==================== design 1
design_1/clk_routes.png
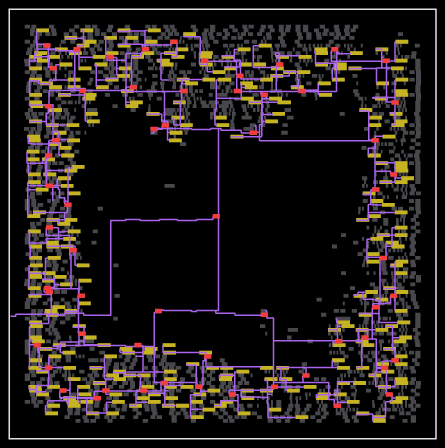

==> src/rtl/gate_chain_accumulator_pkg.sv <==
// -----------------------------------------------------------------------------
// gate_chain_accumulator_pkg
// Shared types and constants for the gate-chain accumulator slice.
//   word_t  : signed fixed-point component, WIDTH bits, FRAC_BITS fractional
//   cplx_t  : complex value, index 0 = real, 1 = imaginary
//   mtx2_t  : 2x2 complex matrix, indexed [row][col][re/im]
//   FIX_ONE : fixed-point 1.0
//   MTX_IDENTITY : 2x2 identity matrix
//   ST_*    : FSM state encodings
// -----------------------------------------------------------------------------
package gate_chain_accumulator_pkg;

    localparam int WIDTH     = 19;
    localparam int FRAC_BITS = 16;

    typedef logic signed [WIDTH-1:0] word_t;
    typedef word_t [1:0]             cplx_t;
    typedef cplx_t [1:0][1:0]        mtx2_t;

    localparam word_t FIX_ONE = word_t'(1 << FRAC_BITS);

    function automatic mtx2_t identity_mtx();
        mtx2_t m;
        m          = '0;
        m[0][0][0] = FIX_ONE;
        m[1][1][0] = FIX_ONE;
        return m;
    endfunction

    localparam mtx2_t MTX_IDENTITY = identity_mtx();

    // FSM encodings, kept as plain constants for legacy tooling.
    typedef logic [2:0] state_t;
    localparam state_t ST_IDLE   = 3'd0;
    localparam state_t ST_START  = 3'd1;
    localparam state_t ST_WAIT   = 3'd2;
    localparam state_t ST_RESULT = 3'd3;
    localparam state_t ST_ERROR  = 3'd4;

endpackage

==> src/rtl/gate_chain_accumulator_timeout.sv <==
// -----------------------------------------------------------------------------
// gate_chain_timeout
// Watchdog counter for the multiplier wait phase.
//   clk     : clock
//   reset   : asynchronous active-low reset
//   clear   : zero the counter (takes priority over enable)
//   enable  : count this cycle
//   expired : high in the cycle whose increment would reach TIMEOUT, so the
//             owner can leave exactly TIMEOUT cycles after counting began
// -----------------------------------------------------------------------------
module gate_chain_timeout #(
    parameter int TIMEOUT = 15
) (
    input  logic clk,
    input  logic reset,
    input  logic clear,
    input  logic enable,
    output logic expired
);

    localparam int CW = $clog2(TIMEOUT + 1);

    logic [CW-1:0] cnt;

    always_ff @(posedge clk or negedge reset) begin
        if (!reset) begin
            cnt <= '0;
        end else if (clear) begin
            cnt <= '0;
        end else if (enable && (cnt != CW'(TIMEOUT))) begin
            cnt <= cnt + 1'b1;
        end
    end

    assign expired = enable && (cnt == CW'(TIMEOUT - 1));

endmodule

==> src/rtl/gate_chain_accumulator.sv <==
// -----------------------------------------------------------------------------
// gate_chain_accumulator
// Sequences a stream of 2x2 complex gates through an external matrix
// multiplier, folding each into a running product ACC <= G * ACC that starts
// at identity. When the gate flagged last has been applied, the fused matrix
// is offered downstream; after it is acknowledged ACC returns to identity.
//
// Ports
//   clk, reset        : clock, asynchronous active-low reset
//   gate_mtx          : incoming gate [row][col][re/im]
//   gate_valid/last   : gate qualifier / closes the chain
//   gate_ready        : block accepts a gate this cycle (state IDLE)
//   mul_a, mul_b      : multiplier operands (latched gate, accumulator)
//   mul_start         : one-cycle start pulse
//   mul_done, mul_r   : multiplier completion pulse and product
//   result_mtx        : fused matrix (the accumulator)
//   result_valid/ack  : result offer / downstream consume
//   gate_count        : gates applied in the current chain, saturating
//   error             : sticky multiplier timeout, cleared only by reset
//   state_dbg         : current FSM state
//
// Handshakes: a gate transfers on a rising edge where gate_valid && gate_ready;
// a result transfers on a rising edge where result_valid && result_ack.
// Valid may not depend on ready/ack; ack without valid is ignored.
// -----------------------------------------------------------------------------
module gate_chain_accumulator
    import gate_chain_accumulator_pkg::*;
#(
    parameter int TIMEOUT = 15,
    parameter int CNT_W   = 8
) (
    input  logic             clk,
    input  logic             reset,
    input  mtx2_t            gate_mtx,
    input  logic             gate_valid,
    input  logic             gate_last,
    output logic             gate_ready,
    output mtx2_t            mul_a,
    output mtx2_t            mul_b,
    output logic             mul_start,
    input  logic             mul_done,
    input  mtx2_t            mul_r,
    output mtx2_t            result_mtx,
    output logic             result_valid,
    input  logic             result_ack,
    output logic [CNT_W-1:0] gate_count,
    output logic             error,
    output state_t           state_dbg
);

    state_t state;
    mtx2_t  acc;
    mtx2_t  gate_q;
    logic   last_flag;
    logic   wd_expired;

    gate_chain_timeout #(
        .TIMEOUT (TIMEOUT)
    ) u_timeout (
        .clk     (clk),
        .reset   (reset),
        .clear   (state == ST_START),
        .enable  (state == ST_WAIT),
        .expired (wd_expired)
    );

    always_ff @(posedge clk or negedge reset) begin
        if (!reset) begin
            state      <= ST_IDLE;
            acc        <= MTX_IDENTITY;
            gate_q     <= '0;
            last_flag  <= 1'b0;
            gate_count <= '0;
        end else begin
            case (state)
                ST_IDLE: begin
                    if (gate_valid) begin
                        gate_q    <= gate_mtx;
                        last_flag <= gate_last;
                        state     <= ST_START;
                    end
                end
                ST_START: begin
                    state <= ST_WAIT;
                end
                ST_WAIT: begin
                    // A done arriving in the final watchdog cycle still wins.
                    if (mul_done) begin
                        acc <= mul_r;
                        if (gate_count != '1) begin
                            gate_count <= gate_count + 1'b1;
                        end
                        state <= last_flag ? ST_RESULT : ST_IDLE;
                    end else if (wd_expired) begin
                        state <= ST_ERROR;
                    end
                end
                ST_RESULT: begin
                    if (result_ack) begin
                        acc        <= MTX_IDENTITY;
                        gate_count <= '0;
                        state      <= ST_IDLE;
                    end
                end
                ST_ERROR: begin
                    state <= ST_ERROR;
                end
                default: begin
                    state <= ST_ERROR;
                end
            endcase
        end
    end

    // Gated by reset so the port reads 0 while reset is held low.
    assign gate_ready   = (state == ST_IDLE) && reset;
    assign mul_start    = (state == ST_START);
    assign result_valid = (state == ST_RESULT);
    assign error        = (state == ST_ERROR);
    assign mul_a        = gate_q;
    assign mul_b        = acc;
    assign result_mtx   = acc;
    assign state_dbg    = state;

endmodule
==> config.mk <==
export PLATFORM = sky130hd
export DESIGN_NAME = gate_chain_accumulator
export DESIGN_NICKNAME = d
export VERILOG_FILES = /design/src/rtl/gate_chain_accumulator_pkg.sv /design/src/rtl/gate_chain_accumulator_timeout.sv /design/src/rtl/gate_chain_accumulator.sv
export SDC_FILE = /design/constraint.sdc
export NUM_CORES = 1
export LEC_CHECK = 0
export ABC_CLOCK_PERIOD_IN_PS = 2200
export CELL_PAD_IN_SITES_DETAIL_PLACEMENT = 1
export CELL_PAD_IN_SITES_GLOBAL_PLACEMENT = 2
export CORE_AREA = 10 10 295 297
export CTS_BUF_LIST = sky130_fd_sc_hd__clkbuf_8
export DETAILED_ROUTE_END_ITERATION = 8
export DIE_AREA = 0 0 305 307
export PLACE_DENSITY = 0.69
export SYNTH_ARGS = -nofsm -noshare
export SYNTH_HDL_FRONTEND = slang
export SYNTH_SLANG_ARGS = --single-unit
==> constraint.sdc <==
create_clock -name clk -period 2.2 [get_ports clk]
set_input_delay 0.22 -clock clk [delete_from_list [all_inputs] [get_ports clk]]
set_output_delay 0.22 -clock clk [all_outputs]
set_load 0.01 [all_outputs]
==================== design 2
==> config.mk <==
export PLATFORM = sky130hd
export DESIGN_NAME = root_return_router
export DESIGN_NICKNAME = d
export VERILOG_FILES = /design/src/rtl/fhe_alu_pkg.sv /design/src/rtl/root_sel_delay.sv /design/src/rtl/root_return_router.sv
export SDC_FILE = /design/constraint.sdc
export NUM_CORES = 1
export LEC_CHECK = 0
export CORE_AREA = 2 2 417 419
export CTS_BUF_LIST = sky130_fd_sc_hd__clkbuf_8
export CTS_CLUSTER_DIAMETER = 30
export DETAILED_ROUTE_END_ITERATION = 8
export DIE_AREA = 0 0 419 421
export PLACE_DENSITY_LB_ADDON = 0.3
export SETUP_SLACK_MARGIN = 0.05
export SYNTH_ARGS = -nofsm -noshare
export SYNTH_HDL_FRONTEND = slang
export SYNTH_SLANG_ARGS = --single-unit
export TNS_END_PERCENT = 1
==> constraint.sdc <==
create_clock -name clk -period 3 [get_ports clk]
set_input_delay 0.6 -clock clk [delete_from_list [all_inputs] [get_ports clk]]
set_output_delay 0.6 -clock clk [all_outputs]
set_load 0.01 [all_outputs]
==> src/rtl/fhe_alu_pkg.sv <==
// Shared FHE ALU types and constants used by the twiddle return path.
// Built with or without ROOT_RET_CHECK_EN (see root_return_router).
package FHE_ALU_PKG;
  localparam int FSIZE          = 16;
  localparam int E              = 4;
  localparam int logE           = 2;
  localparam int NTT_INTT_NUM   = 4;
  localparam int ROOT_POWER_NUM = 4;
  localparam int ROOT_ADDR_LAT  = 3;
  localparam int ROOT_RAM_LAT   = 2;

  typedef logic [logE-1:0][E/2-1:0][FSIZE-1:0] root_beat_t;

  // select width, never zero even for a single target
  function automatic int sel_w(int n);
    return (n > 1) ? $clog2(n) : 1;
  endfunction
endpackage

==> src/rtl/root_sel_delay.sv <==
// Fixed-depth shift register with synchronous clear.
// Carries request valids and selects alongside the RAM read.
module root_sel_delay #(
  parameter int W     = 1,
  parameter int DEPTH = 5
) (
  input  logic         clk,
  input  logic         rst,
  input  logic [W-1:0] d_i,
  output logic [W-1:0] q_o
);
  logic [DEPTH-1:0][W-1:0] sr_q;

  always_ff @(posedge clk) begin
    if (rst) begin
      sr_q <= '0;
    end else begin
      sr_q[0] <= d_i;
      for (int i = 1; i < DEPTH; i++) begin
        sr_q[i] <= sr_q[i-1];
      end
    end
  end

  assign q_o = sr_q[DEPTH-1];
endmodule

==> src/rtl/root_return_router.sv <==
// Routes root-power RAM read data back to the requesting NTT units.
// Define ROOT_RET_CHECK_EN to enable the sticky routing-mismatch check.
module root_return_router
  import FHE_ALU_PKG::*;
#(
  parameter int NTT_INTT_NUM_IN_ROOT   = NTT_INTT_NUM,
  parameter int ROOT_POWER_NUM_IN_ROOT = ROOT_POWER_NUM,
  parameter int ADDR_LAT               = ROOT_ADDR_LAT,
  parameter int RAM_LAT                = ROOT_RAM_LAT,
  parameter int CNT_W                  = 8,
  localparam int NN  = NTT_INTT_NUM_IN_ROOT,
  localparam int NR  = ROOT_POWER_NUM_IN_ROOT,
  localparam int RSW = sel_w(NR),
  localparam int NSW = sel_w(NN)
) (
  input  logic                           clk,
  input  logic                           rst,
  input  logic [NN-1:0]                  req_vld,
  input  logic [NN-1:0][RSW-1:0]         root_select,
  input  logic [NR-1:0][NSW-1:0]         ntt_intt_select,
  input  root_beat_t [NR-1:0]            root_output_W,
  input  root_beat_t [NR-1:0]            root_output_WQ,
  output root_beat_t [NN-1:0]            ntt_input_W,
  output root_beat_t [NN-1:0]            ntt_input_WQ,
  output logic [NN-1:0]                  ntt_input_vld,
  output logic [NN-1:0][CNT_W-1:0]       beat_cnt,
  output logic [NN-1:0]                  err_ntt
);
  localparam int D = ADDR_LAT + RAM_LAT;

  logic [NN-1:0]          dly_vld;
  logic [NN-1:0][RSW-1:0] dly_sel;

  for (genvar n = 0; n < NN; n++) begin : g_ntt
    logic [RSW:0] dq;
    root_sel_delay #(.W(RSW + 1), .DEPTH(D)) u_dly (
      .clk (clk),
      .rst (rst),
      .d_i ({req_vld[n], root_select[n]}),
      .q_o (dq)
    );
    assign dly_vld[n] = dq[RSW];
    assign dly_sel[n] = dq[RSW-1:0];
  end

`ifdef ROOT_RET_CHECK_EN
  logic [NR-1:0][NSW-1:0] dly_nsel;
  root_sel_delay #(.W(NR * NSW), .DEPTH(D)) u_nsel (
    .clk (clk),
    .rst (rst),
    .d_i (ntt_intt_select),
    .q_o (dly_nsel)
  );
`else
  logic unused_nsel;
  assign unused_nsel = ^ntt_intt_select;
`endif

  logic [NN-1:0]             vld_q, vld_d;
  root_beat_t [NN-1:0]       w_q, w_d;
  root_beat_t [NN-1:0]       wq_q, wq_d;
  logic [NN-1:0][CNT_W-1:0]  cnt_q, cnt_d;
  logic [NN-1:0]             err_q, err_d;

  always_comb begin
    vld_d = dly_vld;
    w_d   = w_q;
    wq_d  = wq_q;
    cnt_d = cnt_q;
    err_d = err_q;
    for (int n = 0; n < NN; n++) begin
      if (dly_vld[n]) begin
        cnt_d[n] = cnt_q[n] + CNT_W'(1);
        // out-of-range bank still counts as a beat, with zero data
        if (int'(dly_sel[n]) < NR) begin
          w_d[n]  = root_output_W[dly_sel[n]];
          wq_d[n] = root_output_WQ[dly_sel[n]];
        end else begin
          w_d[n]  = '0;
          wq_d[n] = '0;
        end
`ifdef ROOT_RET_CHECK_EN
        if (int'(dly_sel[n]) < NR) begin
          if (int'(dly_nsel[dly_sel[n]]) != n) begin
            err_d[n] = 1'b1;
          end
        end
`endif
      end
    end
  end

  always_ff @(posedge clk) begin
    if (rst) begin
      vld_q <= '0;
      w_q   <= '0;
      wq_q  <= '0;
      cnt_q <= '0;
      err_q <= '0;
    end else begin
      vld_q <= vld_d;
      w_q   <= w_d;
      wq_q  <= wq_d;
      cnt_q <= cnt_d;
      err_q <= err_d;
    end
  end

  assign ntt_input_vld = vld_q;
  assign ntt_input_W   = w_q;
  assign ntt_input_WQ  = wq_q;
  assign beat_cnt      = cnt_q;
  assign err_ntt       = err_q;
endmodule

==================== design 3
[src/rtl/tessia_pkg.sv]
// Shared Tessia execute-pipeline types: opcodes, ALU control codes and the
// decoded instruction bundle handed from decode to the execute-stage ALU.
package tessia_pkg;

  typedef enum logic [3:0] {
    OP_ADD  = 4'h0,
    OP_SUB  = 4'h1,
    OP_MUL  = 4'h2,
    OP_OR   = 4'h3,
    OP_MOD  = 4'h4,
    OP_AND  = 4'h5,
    OP_MOVI = 4'h6,
    OP_DIV  = 4'h7,
    OP_ADDI = 4'h8,
    OP_SUBI = 4'h9,
    OP_CMP  = 4'hA,
    OP_NOP  = 4'hB
  } opcode_t;

  localparam logic [3:0] ALU_ADD = 4'b0000;
  localparam logic [3:0] ALU_SUB = 4'b0001;
  localparam logic [3:0] ALU_MUL = 4'b0010;
  localparam logic [3:0] ALU_OR  = 4'b0011;
  localparam logic [3:0] ALU_MOD = 4'b0100;
  localparam logic [3:0] ALU_AND = 4'b0101;
  localparam logic [3:0] ALU_MOV = 4'b0110;
  localparam logic [3:0] ALU_DIV = 4'b0111;
  localparam logic [3:0] ALU_NOP = 4'b1000;

  // imm holds the raw 8-bit instruction field; widening to the ALU operand
  // width happens at the decoder output.
  typedef struct packed {
    logic [3:0] alu_ctrl;
    logic       use_imm;
    logic       reg_we;
    logic       flag_we;
    logic [3:0] rd;
    logic [3:0] rs1;
    logic [3:0] rs2;
    logic [7:0] imm;
    logic       illegal;
  } dec_bundle_t;

  localparam int DEC_W = $bits(dec_bundle_t);

  function automatic dec_bundle_t decode_instr(input logic [23:0] instr);
    dec_bundle_t b;
    opcode_t     op;
    op        = opcode_t'(instr[23:20]);
    b.alu_ctrl = ALU_NOP;
    b.use_imm  = 1'b0;
    b.reg_we   = 1'b0;
    b.flag_we  = 1'b0;
    b.rd       = instr[19:16];
    b.rs1      = instr[15:12];
    b.rs2      = instr[11:8];
    b.imm      = instr[7:0];
    b.illegal  = 1'b0;
    case (op)
      OP_ADD:  begin b.alu_ctrl = ALU_ADD; b.reg_we = 1'b1; b.flag_we = 1'b1; end
      OP_SUB:  begin b.alu_ctrl = ALU_SUB; b.reg_we = 1'b1; b.flag_we = 1'b1; end
      OP_MUL:  begin b.alu_ctrl = ALU_MUL; b.reg_we = 1'b1; b.flag_we = 1'b1; end
      OP_OR:   begin b.alu_ctrl = ALU_OR;  b.reg_we = 1'b1; b.flag_we = 1'b1; end
      OP_MOD:  begin b.alu_ctrl = ALU_MOD; b.reg_we = 1'b1; b.flag_we = 1'b1; end
      OP_AND:  begin b.alu_ctrl = ALU_AND; b.reg_we = 1'b1; b.flag_we = 1'b1; end
      OP_MOVI: begin b.alu_ctrl = ALU_MOV; b.use_imm = 1'b1; b.reg_we = 1'b1; end
      OP_DIV:  begin b.alu_ctrl = ALU_DIV; b.reg_we = 1'b1; b.flag_we = 1'b1; end
      OP_ADDI: begin
        b.alu_ctrl = ALU_ADD; b.use_imm = 1'b1; b.reg_we = 1'b1; b.flag_we = 1'b1;
      end
      OP_SUBI: begin
        b.alu_ctrl = ALU_SUB; b.use_imm = 1'b1; b.reg_we = 1'b1; b.flag_we = 1'b1;
      end
      // Compare only updates flags; the difference is discarded.
      OP_CMP:  begin b.alu_ctrl = ALU_SUB; b.flag_we = 1'b1; end
      OP_NOP:  b.alu_ctrl = ALU_NOP;
      default: begin b.alu_ctrl = ALU_NOP; b.illegal = 1'b1; end
    endcase
    return b;
  endfunction

endpackage

[src/rtl/skid_buffer.sv]
// Two-entry valid/ready skid buffer: a main register drives the outputs and a
// skid register absorbs one word when the sink stalls. in_ready is registered.
module skid_buffer #(
  parameter int W = 8
) (
  input  logic         clk,
  input  logic         rst,
  input  logic         flush,
  input  logic         in_valid,
  output logic         in_ready,
  input  logic [W-1:0] in_data,
  output logic         out_valid,
  input  logic         out_ready,
  output logic [W-1:0] out_data
);

  logic [W-1:0] main_q, main_d;
  logic [W-1:0] skid_q, skid_d;
  logic         main_vld_q, main_vld_d;
  logic         skid_vld_q, skid_vld_d;
  logic         acc, xfer;

  assign in_ready  = !skid_vld_q;
  assign out_valid = main_vld_q;
  assign out_data  = main_q;

  assign acc  = in_valid && !skid_vld_q;
  assign xfer = main_vld_q && out_ready;

  always_comb begin
    main_d     = main_q;
    skid_d     = skid_q;
    main_vld_d = main_vld_q;
    skid_vld_d = skid_vld_q;
    if (flush) begin
      main_vld_d = 1'b0;
      skid_vld_d = 1'b0;
    end else if (xfer) begin
      // A full skid blocks acceptance, so it simply drains into main here.
      if (skid_vld_q) begin
        main_d     = skid_q;
        skid_vld_d = 1'b0;
      end else if (acc) begin
        main_d     = in_data;
      end else begin
        main_vld_d = 1'b0;
      end
    end else if (acc) begin
      if (!main_vld_q) begin
        main_d     = in_data;
        main_vld_d = 1'b1;
      end else begin
        skid_d     = in_data;
        skid_vld_d = 1'b1;
      end
    end
  end

  always_ff @(posedge clk) begin
    if (rst) begin
      main_q     <= '0;
      skid_q     <= '0;
      main_vld_q <= 1'b0;
      skid_vld_q <= 1'b0;
    end else begin
      main_q     <= main_d;
      skid_q     <= skid_d;
      main_vld_q <= main_vld_d;
      skid_vld_q <= skid_vld_d;
    end
  end

endmodule

[src/rtl/alu_op_decoder.sv]
// Tessia decode stage: combinational opcode decode feeding a skid buffer that
// holds the decoded bundle presented to the execute-stage ALU.
module alu_op_decoder
  import tessia_pkg::*;
#(
  parameter int INSTR_W = 24,
  parameter int N       = 8
) (
  input  logic               clk,
  input  logic               rst,
  input  logic               flush,
  input  logic               in_valid,
  output logic               in_ready,
  input  logic [INSTR_W-1:0] in_instr,
  output logic               out_valid,
  input  logic               out_ready,
  output logic [3:0]         out_alu_ctrl,
  output logic               out_use_imm,
  output logic               out_reg_we,
  output logic               out_flag_we,
  output logic [3:0]         out_rd,
  output logic [3:0]         out_rs1,
  output logic [3:0]         out_rs2,
  output logic [N-1:0]       out_imm,
  output logic               out_illegal
);

  dec_bundle_t      dec_bundle;
  dec_bundle_t      out_bundle;
  logic [DEC_W-1:0] out_payload;

  assign dec_bundle = decode_instr(in_instr);

  skid_buffer #(.W(DEC_W)) u_skid (
    .clk       (clk),
    .rst       (rst),
    .flush     (flush),
    .in_valid  (in_valid),
    .in_ready  (in_ready),
    .in_data   (dec_bundle),
    .out_valid (out_valid),
    .out_ready (out_ready),
    .out_data  (out_payload)
  );

  assign out_bundle   = dec_bundle_t'(out_payload);
  assign out_alu_ctrl = out_bundle.alu_ctrl;
  assign out_use_imm  = out_bundle.use_imm;
  assign out_reg_we   = out_bundle.reg_we;
  assign out_flag_we  = out_bundle.flag_we;
  assign out_rd       = out_bundle.rd;
  assign out_rs1      = out_bundle.rs1;
  assign out_rs2      = out_bundle.rs2;
  assign out_illegal  = out_bundle.illegal;

  // Zero-extend the 8-bit immediate to the ALU operand width.
  always_comb begin
    out_imm      = '0;
    out_imm[7:0] = out_bundle.imm;
  end

endmodule

[config.mk]
export PLATFORM = sky130hd
export DESIGN_NAME = alu_op_decoder
export DESIGN_NICKNAME = d
export VERILOG_FILES = /design/src/rtl/tessia_pkg.sv /design/src/rtl/skid_buffer.sv /design/src/rtl/alu_op_decoder.sv
export SDC_FILE = /design/constraint.sdc
export NUM_CORES = 1
export LEC_CHECK = 0
export ABC_AREA = 1
export CORE_MARGIN = 3
export CORE_UTILIZATION = 54
export DETAILED_ROUTE_END_ITERATION = 12
export PLACE_DENSITY = 0.84
export SLEW_MARGIN = 5
export SYNTH_ARGS = -nofsm -noshare
export SYNTH_HDL_FRONTEND = slang
export SYNTH_HIERARCHICAL = 1
export SYNTH_SLANG_ARGS = --single-unit
[constraint.sdc]
create_clock -name clk -period 2.01 [get_ports clk]
set_clock_uncertainty 0.1 [all_clocks]
set_input_delay 0.3015 -clock clk [delete_from_list [all_inputs] [get_ports clk]]
set_output_delay 0.3015 -clock clk [all_outputs]
set_load 0.01 [all_outputs]
==================== design 4
$ cat config.mk
export PLATFORM = sky130hd
export DESIGN_NAME = montgomery_mul_serial
export DESIGN_NICKNAME = d
export VERILOG_FILES = /design/src/rtl/mont_pkg.sv /design/src/rtl/mont_iter.sv /design/src/rtl/montgomery_mul_serial.sv
export SDC_FILE = /design/constraint.sdc
export NUM_CORES = 2
export LEC_CHECK = 0
export CAP_MARGIN = 40
export CELL_PAD_IN_SITES_DETAIL_PLACEMENT = 0
export CELL_PAD_IN_SITES_GLOBAL_PLACEMENT = 1
export CORE_UTILIZATION = 35
export DETAILED_ROUTE_END_ITERATION = 8
export HOLD_SLACK_MARGIN = 0.03
export PLACE_DENSITY = 0.72
export SETUP_SLACK_MARGIN = 0.15
export SYNTH_ARGS = -nofsm -noshare
export SYNTH_HDL_FRONTEND = slang
export SYNTH_HIERARCHICAL = 1
export SYNTH_SLANG_ARGS = --single-unit
$ cat constraint.sdc
create_clock -name clock -period 19.5 [get_ports clock]
set_input_delay 2.925 -clock clock [delete_from_list [all_inputs] [get_ports clock]]
set_output_delay 2.925 -clock clock [all_outputs]
set_load 0.03 [all_outputs]
$ cat src/rtl/mont_pkg.sv
// mont_pkg: shared state encoding, default width and counter sizing for the serial Montgomery multiplier
package mont_pkg;
  typedef enum logic [1:0] {IDLE, LOOP, FINAL, DONE} mont_state_t;
  localparam int MONT_WIDTH = 128;
  function automatic int cnt_width(input int w);
    return $clog2(w) + 1;
  endfunction
endpackage

$ cat src/rtl/mont_iter.sv
// mont_iter: one radix-2 Montgomery step, s_next = (s + a_bit*b + q*m) / 2 with q making the sum even
//   s      in  WIDTH+2  running accumulator
//   b, m   in  WIDTH    multiplier and odd modulus
//   a_bit  in  1        current multiplicand bit
//   s_next out WIDTH+2  accumulator for the next iteration
module mont_iter #(
  parameter int WIDTH = 128
) (
  input  logic [WIDTH+1:0] s,
  input  logic [WIDTH-1:0] b,
  input  logic [WIDTH-1:0] m,
  input  logic             a_bit,
  output logic [WIDTH+1:0] s_next
);
  logic [WIDTH+1:0] t, u;
  assign t = s + (a_bit ? {2'b00, b} : '0);
  // adding the odd modulus to an odd sum makes it even, so the shift is exact
  assign u = t + (t[0] ? {2'b00, m} : '0);
  assign s_next = u >> 1;
endmodule

$ cat src/rtl/montgomery_mul_serial.sv
// montgomery_mul_serial: bit-serial R = A*B*2^-WIDTH mod M with valid/ready on both sides
//   clock, reset              rising-edge clock, synchronous active-high reset
//   io_in_valid/io_in_ready   operand handshake; io_A, io_B, io_M latched on accept
//   io_out_valid/io_out_ready result handshake; io_R held stable while waiting
//   io_err                    operand-illegal flag, present only with MONT_ERR_CHECK_EN
module montgomery_mul_serial
  import mont_pkg::*;
#(
  parameter int WIDTH = MONT_WIDTH
) (
  input  logic             clock,
  input  logic             reset,
  input  logic             io_in_valid,
  output logic             io_in_ready,
  input  logic [WIDTH-1:0] io_A,
  input  logic [WIDTH-1:0] io_B,
  input  logic [WIDTH-1:0] io_M,
  output logic             io_out_valid,
  input  logic             io_out_ready,
  output logic [WIDTH-1:0] io_R
`ifdef MONT_ERR_CHECK_EN
  ,
  output logic             io_err
`endif
);
  localparam int CW = cnt_width(WIDTH);
  mont_state_t state;
  logic [WIDTH-1:0] a, b, m, r;
  logic [WIDTH+1:0] s, s_next;
  logic [CW-1:0] cnt;
  mont_iter #(.WIDTH(WIDTH)) u_iter (
    .s(s),
    .b(b),
    .m(m),
    .a_bit(a[0]),
    .s_next(s_next)
  );
  assign io_in_ready = state == IDLE;
  assign io_out_valid = state == DONE;
  assign io_R = r;
`ifdef MONT_ERR_CHECK_EN
  logic err, bad;
  assign bad = ~io_M[0] | (io_A >= io_M) | (io_B >= io_M);
  assign io_err = err;
`endif
  always_ff @(posedge clock) begin
    if (reset) begin
      state <= IDLE;
      r <= '0;
      cnt <= '0;
`ifdef MONT_ERR_CHECK_EN
      err <= 1'b0;
`endif
    end else begin
      case (state)
        IDLE: if (io_in_valid) begin
          a <= io_A;
          b <= io_B;
          m <= io_M;
          s <= '0;
          cnt <= '0;
`ifdef MONT_ERR_CHECK_EN
          // illegal operands skip the loop and report a zero result
          state <= bad ? DONE : LOOP;
          err <= bad;
          if (bad) r <= '0;
`else
          state <= LOOP;
`endif
        end
        LOOP: begin
          s <= s_next;
          a <= a >> 1;
          cnt <= cnt + 1'b1;
          if (cnt == CW'(WIDTH - 1)) state <= FINAL;
        end
        FINAL: begin
          // S < 2M here, so one conditional subtract completes the reduction
          r <= (s >= {2'b00, m}) ? WIDTH'(s - {2'b00, m}) : s[WIDTH-1:0];
          state <= DONE;
        end
        DONE: if (io_out_ready) begin
          state <= IDLE;
`ifdef MONT_ERR_CHECK_EN
          err <= 1'b0;
`endif
        end
        default: state <= IDLE;
      endcase
    end
  end
endmodule

design_1/cell_density.png
30 x 31 tiles, from dark blue (low) to red (high), 0 to 100% covered.
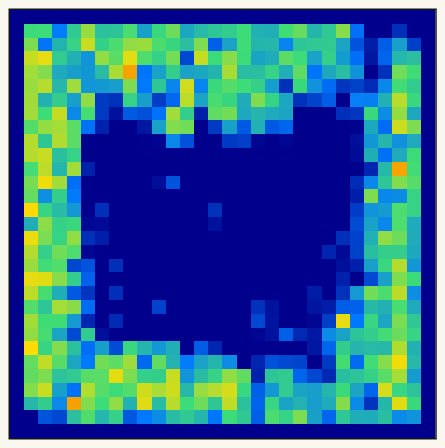
fullest tile: 82%
mean over tiles: 23%
emptiest ninth of the die: center

design_1/logic_types.png
Scale bar: 100 um.
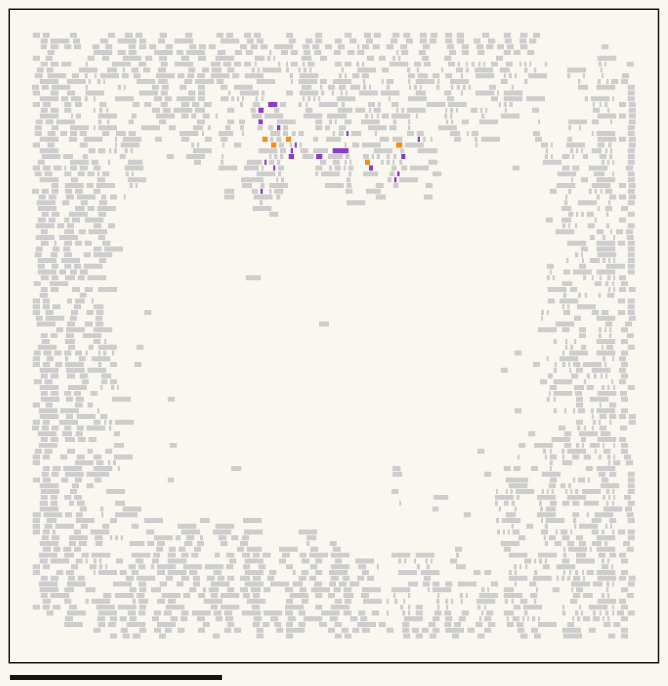
| family | color | cells | most used | where |
|---|---|---|---|---|
| nor cells | purple | 18 | nor2_1 | top center |
| non-inverting ao/oa cells | orange | 5 | a21o_1 | top center |

Notes on design_1/clk_routes.png above:
[clock wires] purple | length: 5680 um
[flip-flops] yellow | count: 320
[clock drivers] red | count: 60
routed clock nets: 61
flops lie: widely spread

==> flow_metrics.tcl, design 1 <==
# yosys + openroad results
set metrics [dict create \
    async_flop_share_pct 100 \
    taps 1070 \
    post-route-cell-area_sq_um 23200 \
    hold-path-endpoint "mul_b[31]" \
    htree_levels 2 \
    cpPeakStageDelay_ns 0.39 \
    hold-worst-slack_ns 0.114 \
    wire_per_inst_um 21.7 \
    ys.flops 320 \
    finalNonFillerCells 3021 \
    die_h_um 307 \
    wl_met1_um 23600 \
    synth_seq_share_pct 58.3 \
    cts_tree "yes" \
    drc 0 \
    die_w_um 305 \
    grt_max_degree 134 \
    dp_worst_setup_slack_ns -0.00368 \
    top_logic_kind "multiplexers" \
    slew_viol_final 0 \
    n_clock_buffer 76 \
    outcome "complete, no violations" \
    edf_count 0 \
    clock_cell_area_share_pct 5.67 \
    routed_wl_um 65400 \
    synth_area_sq_um 13700 \
    cp_slowest_cell "dfrtp_1" \
]
design_2/wires.png
Scale bar: 100 um.
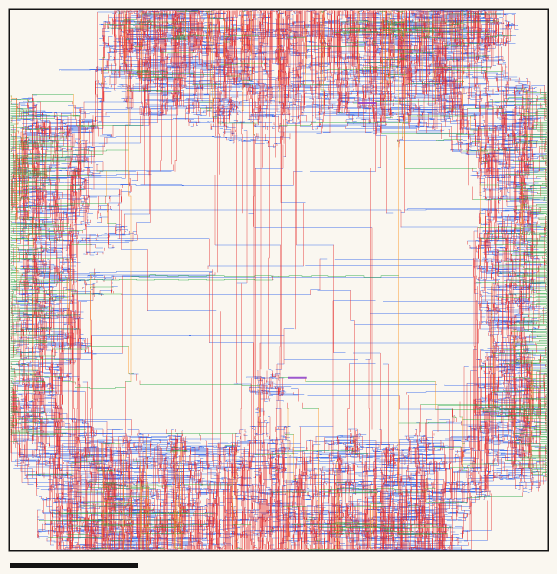
| layer | color | wire length |
|---|---|---|
| metal 4 | orange | 4660 um |
| metal 5 | purple | 25.8 um |
| metal 3 | green | 12600 um |
| metal 1 | blue | 60.9 mm |
| metal 2 | red | 77.2 mm |

==> flow_metrics.tcl, design 2 <==
# yosys + openroad results
set metrics [dict create \
    adder_share_pct 0.149 \
    worstSetupEndpointType "output pin" \
    htree_levels 4 \
    critPathTopFamily "buffers and inverters" \
    rsz0062_at_grt "false" \
    clock_path_buffers 3 \
    ff_count 608 \
    min_path_type "input pin to register" \
    final_layout_size_suffix_gt1_share_pct 25.4 \
    holdCritStartpoint "rst" \
    ys_top_cells_by_count "dfxtp_1, nor2_1, mux2i_1, mux4_2, buf_2" \
    ant_nets 0 \
    synthTopCellsByArea "dfxtp_1, mux4_2, mux2i_1" \
    report.final.hold_viol_count 0 \
    wl_met3_um 12600 \
    avgViaCountPerCell 4.42 \
    grt_util_met2_pct 28.8 \
    crit_path_cell_trace "clkdlybuf4s50_1" \
    hpwl_um 112000 \
    top_logic_kind "multiplexers" \
    wl_met1_um 60900 \
    relSlewSlack_pct 46.0 \
    antenna_cells 16 \
    finalNetCount 4268 \
    grt_pass1_vias 28200 \
    crit_cells 1 \
    outcome "complete, no violations" \
    setup.worst_path.end "beat_cnt[15]" \
    cpPeakStageDelay_ns 0.79 \
    ys_sh_mux_pct 49.6 \
    warning_count 34 \
    cts_tree "yes" \
    cts_setup_buffers 0 \
    tns_ns 0 \
    top_layer_used "met5" \
    synthDistinctLibCells 21 \
]
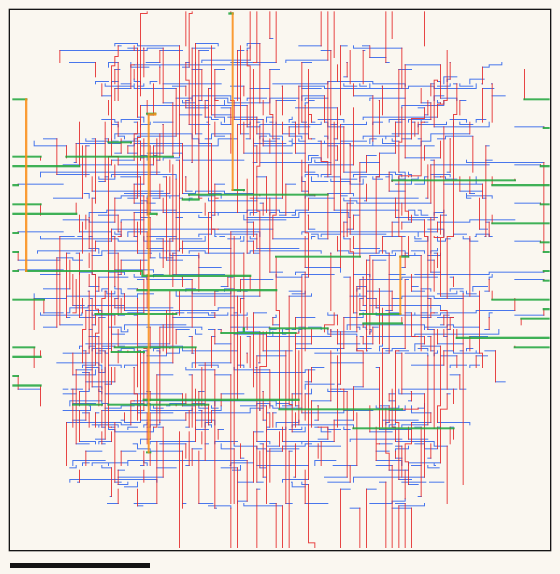
design_3/wires.png
Scale bar: 20 um.
| layer | color | wire length |
|---|---|---|
| metal 3 | green | 362 um |
| metal 1 | blue | 2680 um |
| metal 2 | red | 3040 um |
| metal 4 | orange | 107 um |

==> flow_metrics.tcl, design 3 <==
# yosys + openroad results
set metrics [dict create \
    r2r_end "u_skid/out_data[17]" \
    cts-root-buf "clkbuf_8" \
    final-setup-viol-count 0 \
    critPathTopFamily "buffers and inverters" \
    worstSetupEndpointType "output pin" \
    crit_path_cell_trace "clkdlybuf4s50_1" \
    clock_cell_area_share_pct 5.38 \
    grt_util_all_layers_pct 22.0 \
    grt.overflow.total 0 \
    synth_seq_share_pct 42.6 \
    ioPinCount 59 \
    fmax_mhz 574 \
    tns_ns 0 \
    edf_count 0 \
    cp_max_fo 6 \
    warning_count 26 \
    syn_nets 459 \
    rr_startpoint "u_skid/out_valid" \
    outcome "complete, no violations" \
    fillCellCount 384 \
    portBuffers 58 \
    synthDistinctLibCells 21 \
    r2r_cells 7 \
    final_layout_size_suffix_gt1_share_pct 9.59 \
    slew_viol_final 0 \
    cts_made_buffers 9 \
    die_h_um 77.0 \
    n_clock_buffer 11 \
    top_logic_kind "simple AND/OR/NAND/NOR gates" \
    hold-worst-slack_ns 0.384 \
    cts.sinks 58 \
    wl_met1_um 2680 \
    relSlewSlack_pct 66.2 \
    min_period_ns 1.74 \
    top_layer_used "met4" \
    grt_pass1_vias 2386 \
    top_cell "nand2_1" \
]
design_4/clk_routes.png
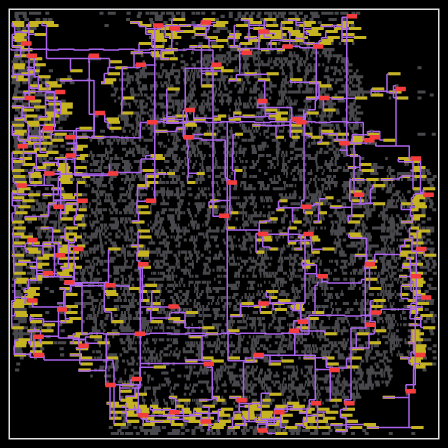
[clock drivers] red | count: 84
[flip-flops] yellow | count: 652
[clock wires] purple | length: 11400 um
routed clock nets: 85

design_4/cell_density.png
39 x 39 tiles, from dark blue (low) to red (high), 0 to 100% covered.
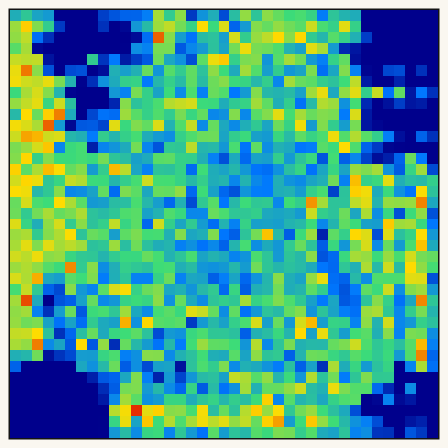
densest ninth of the die: middle left
nearly empty tiles: 12%
fullest tile: 95%

==> flow_metrics.tcl, design 4 <==
# yosys + openroad results
set metrics [dict create \
    outcome "complete, no violations" \
    bufAreaShareNonClock_pct 9.10 \
    grt.busiest_layer "met2" \
    taps 1917 \
    synthAoiAreaFrac_pct 22.3 \
    logic_area_sq_um 31000 \
    finalCritPeriodShare_pct 51.8 \
    syn_to_final_growth_pct 18.7 \
    antenna_found_initial 6 \
    critPathKind "register to register" \
    met3_usage_pct 5.33 \
    gp_congestion 0.991 \
    cp.required_ns 19.97 \
    routed_wl_um 202000 \
    holdPathStages 2 \
    clock.latency.late_pin_ns 0.75 \
    n_clock_buffer 102 \
    htree_levels 3 \
    relSlewSlack_pct 32.9 \
    synth_warnings 6 \
    layout_top_cell "a21oi_1" \
    rows 140 \
    clock_path_buffers 3 \
]


==> layout pictures side by side <==
Selected gate families.
panel A
Scale bar: 20 um.
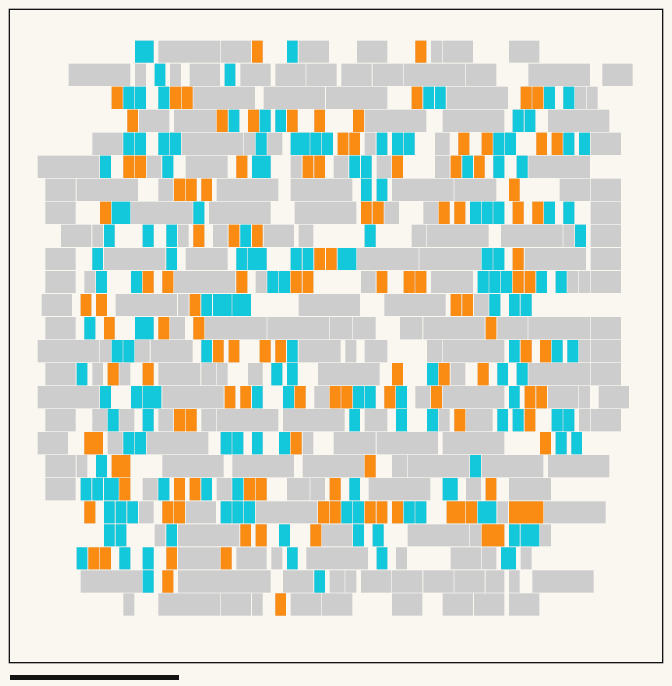
panel B
Scale bar: 100 um.
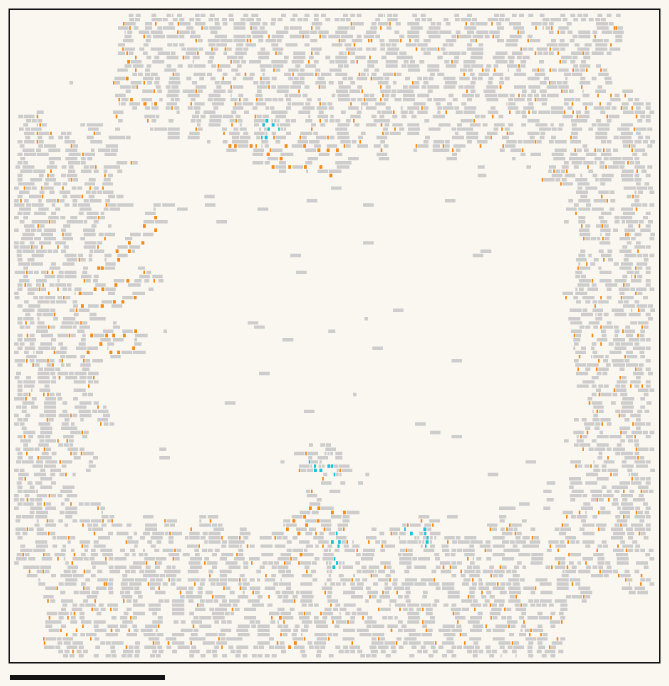
panel C
Scale bar: 100 um.
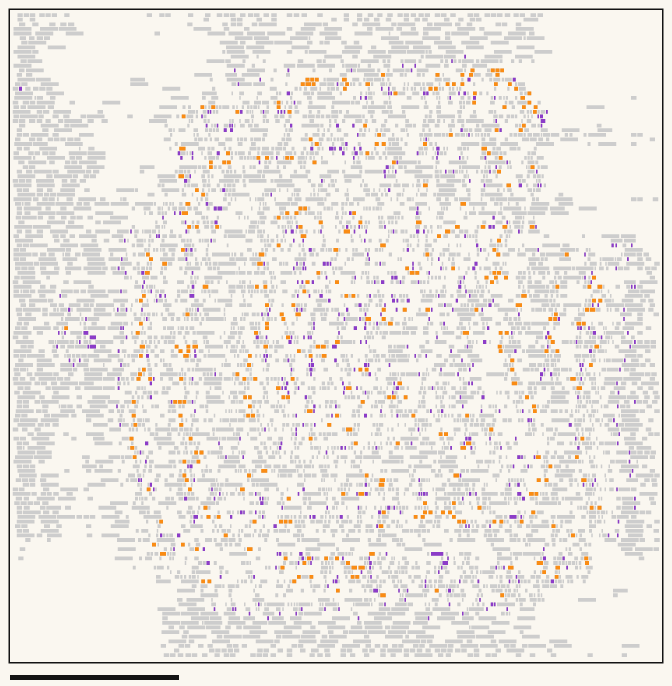
panel C -> design 4
panel B -> design 2
panel A -> design 3
- smallest die: panel A
- largest die: panel B

Key to panel B:
| family | color | cells | most used |
|---|---|---|---|
| nor cells | orange | 596 | nor2_1 |
| nand cells | cyan | 28 | nand4_1 |


==> layout pictures side by side <==
Track usage over the die.
(a)
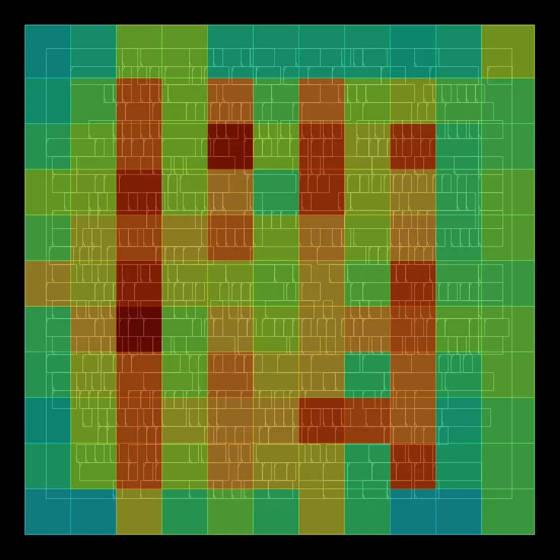
(b)
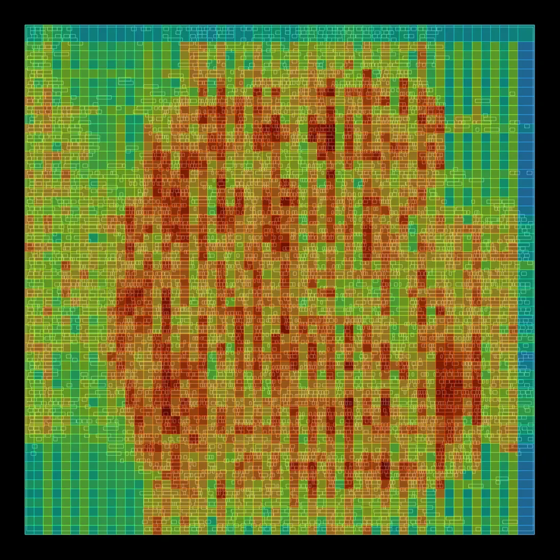
(c)
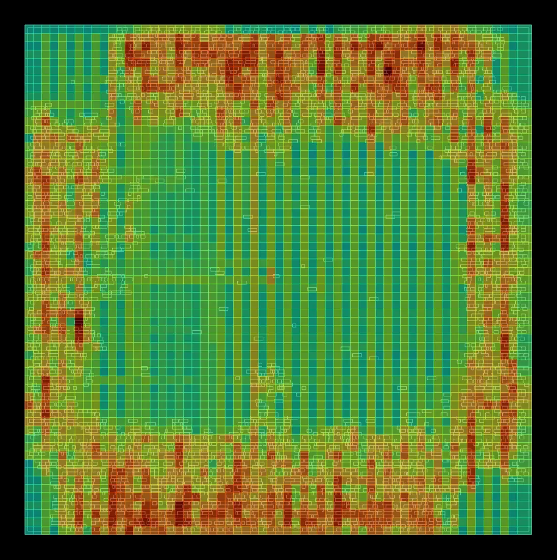
(d)
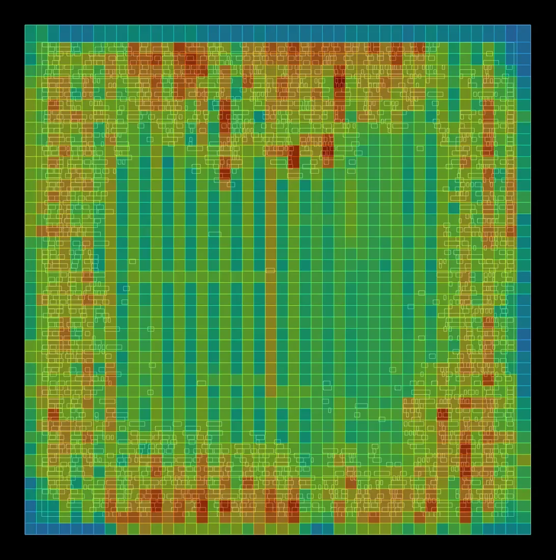
(c): design 2
(b): design 4
(d): design 1
(a): design 3
The one with the lowest track usage is (d).

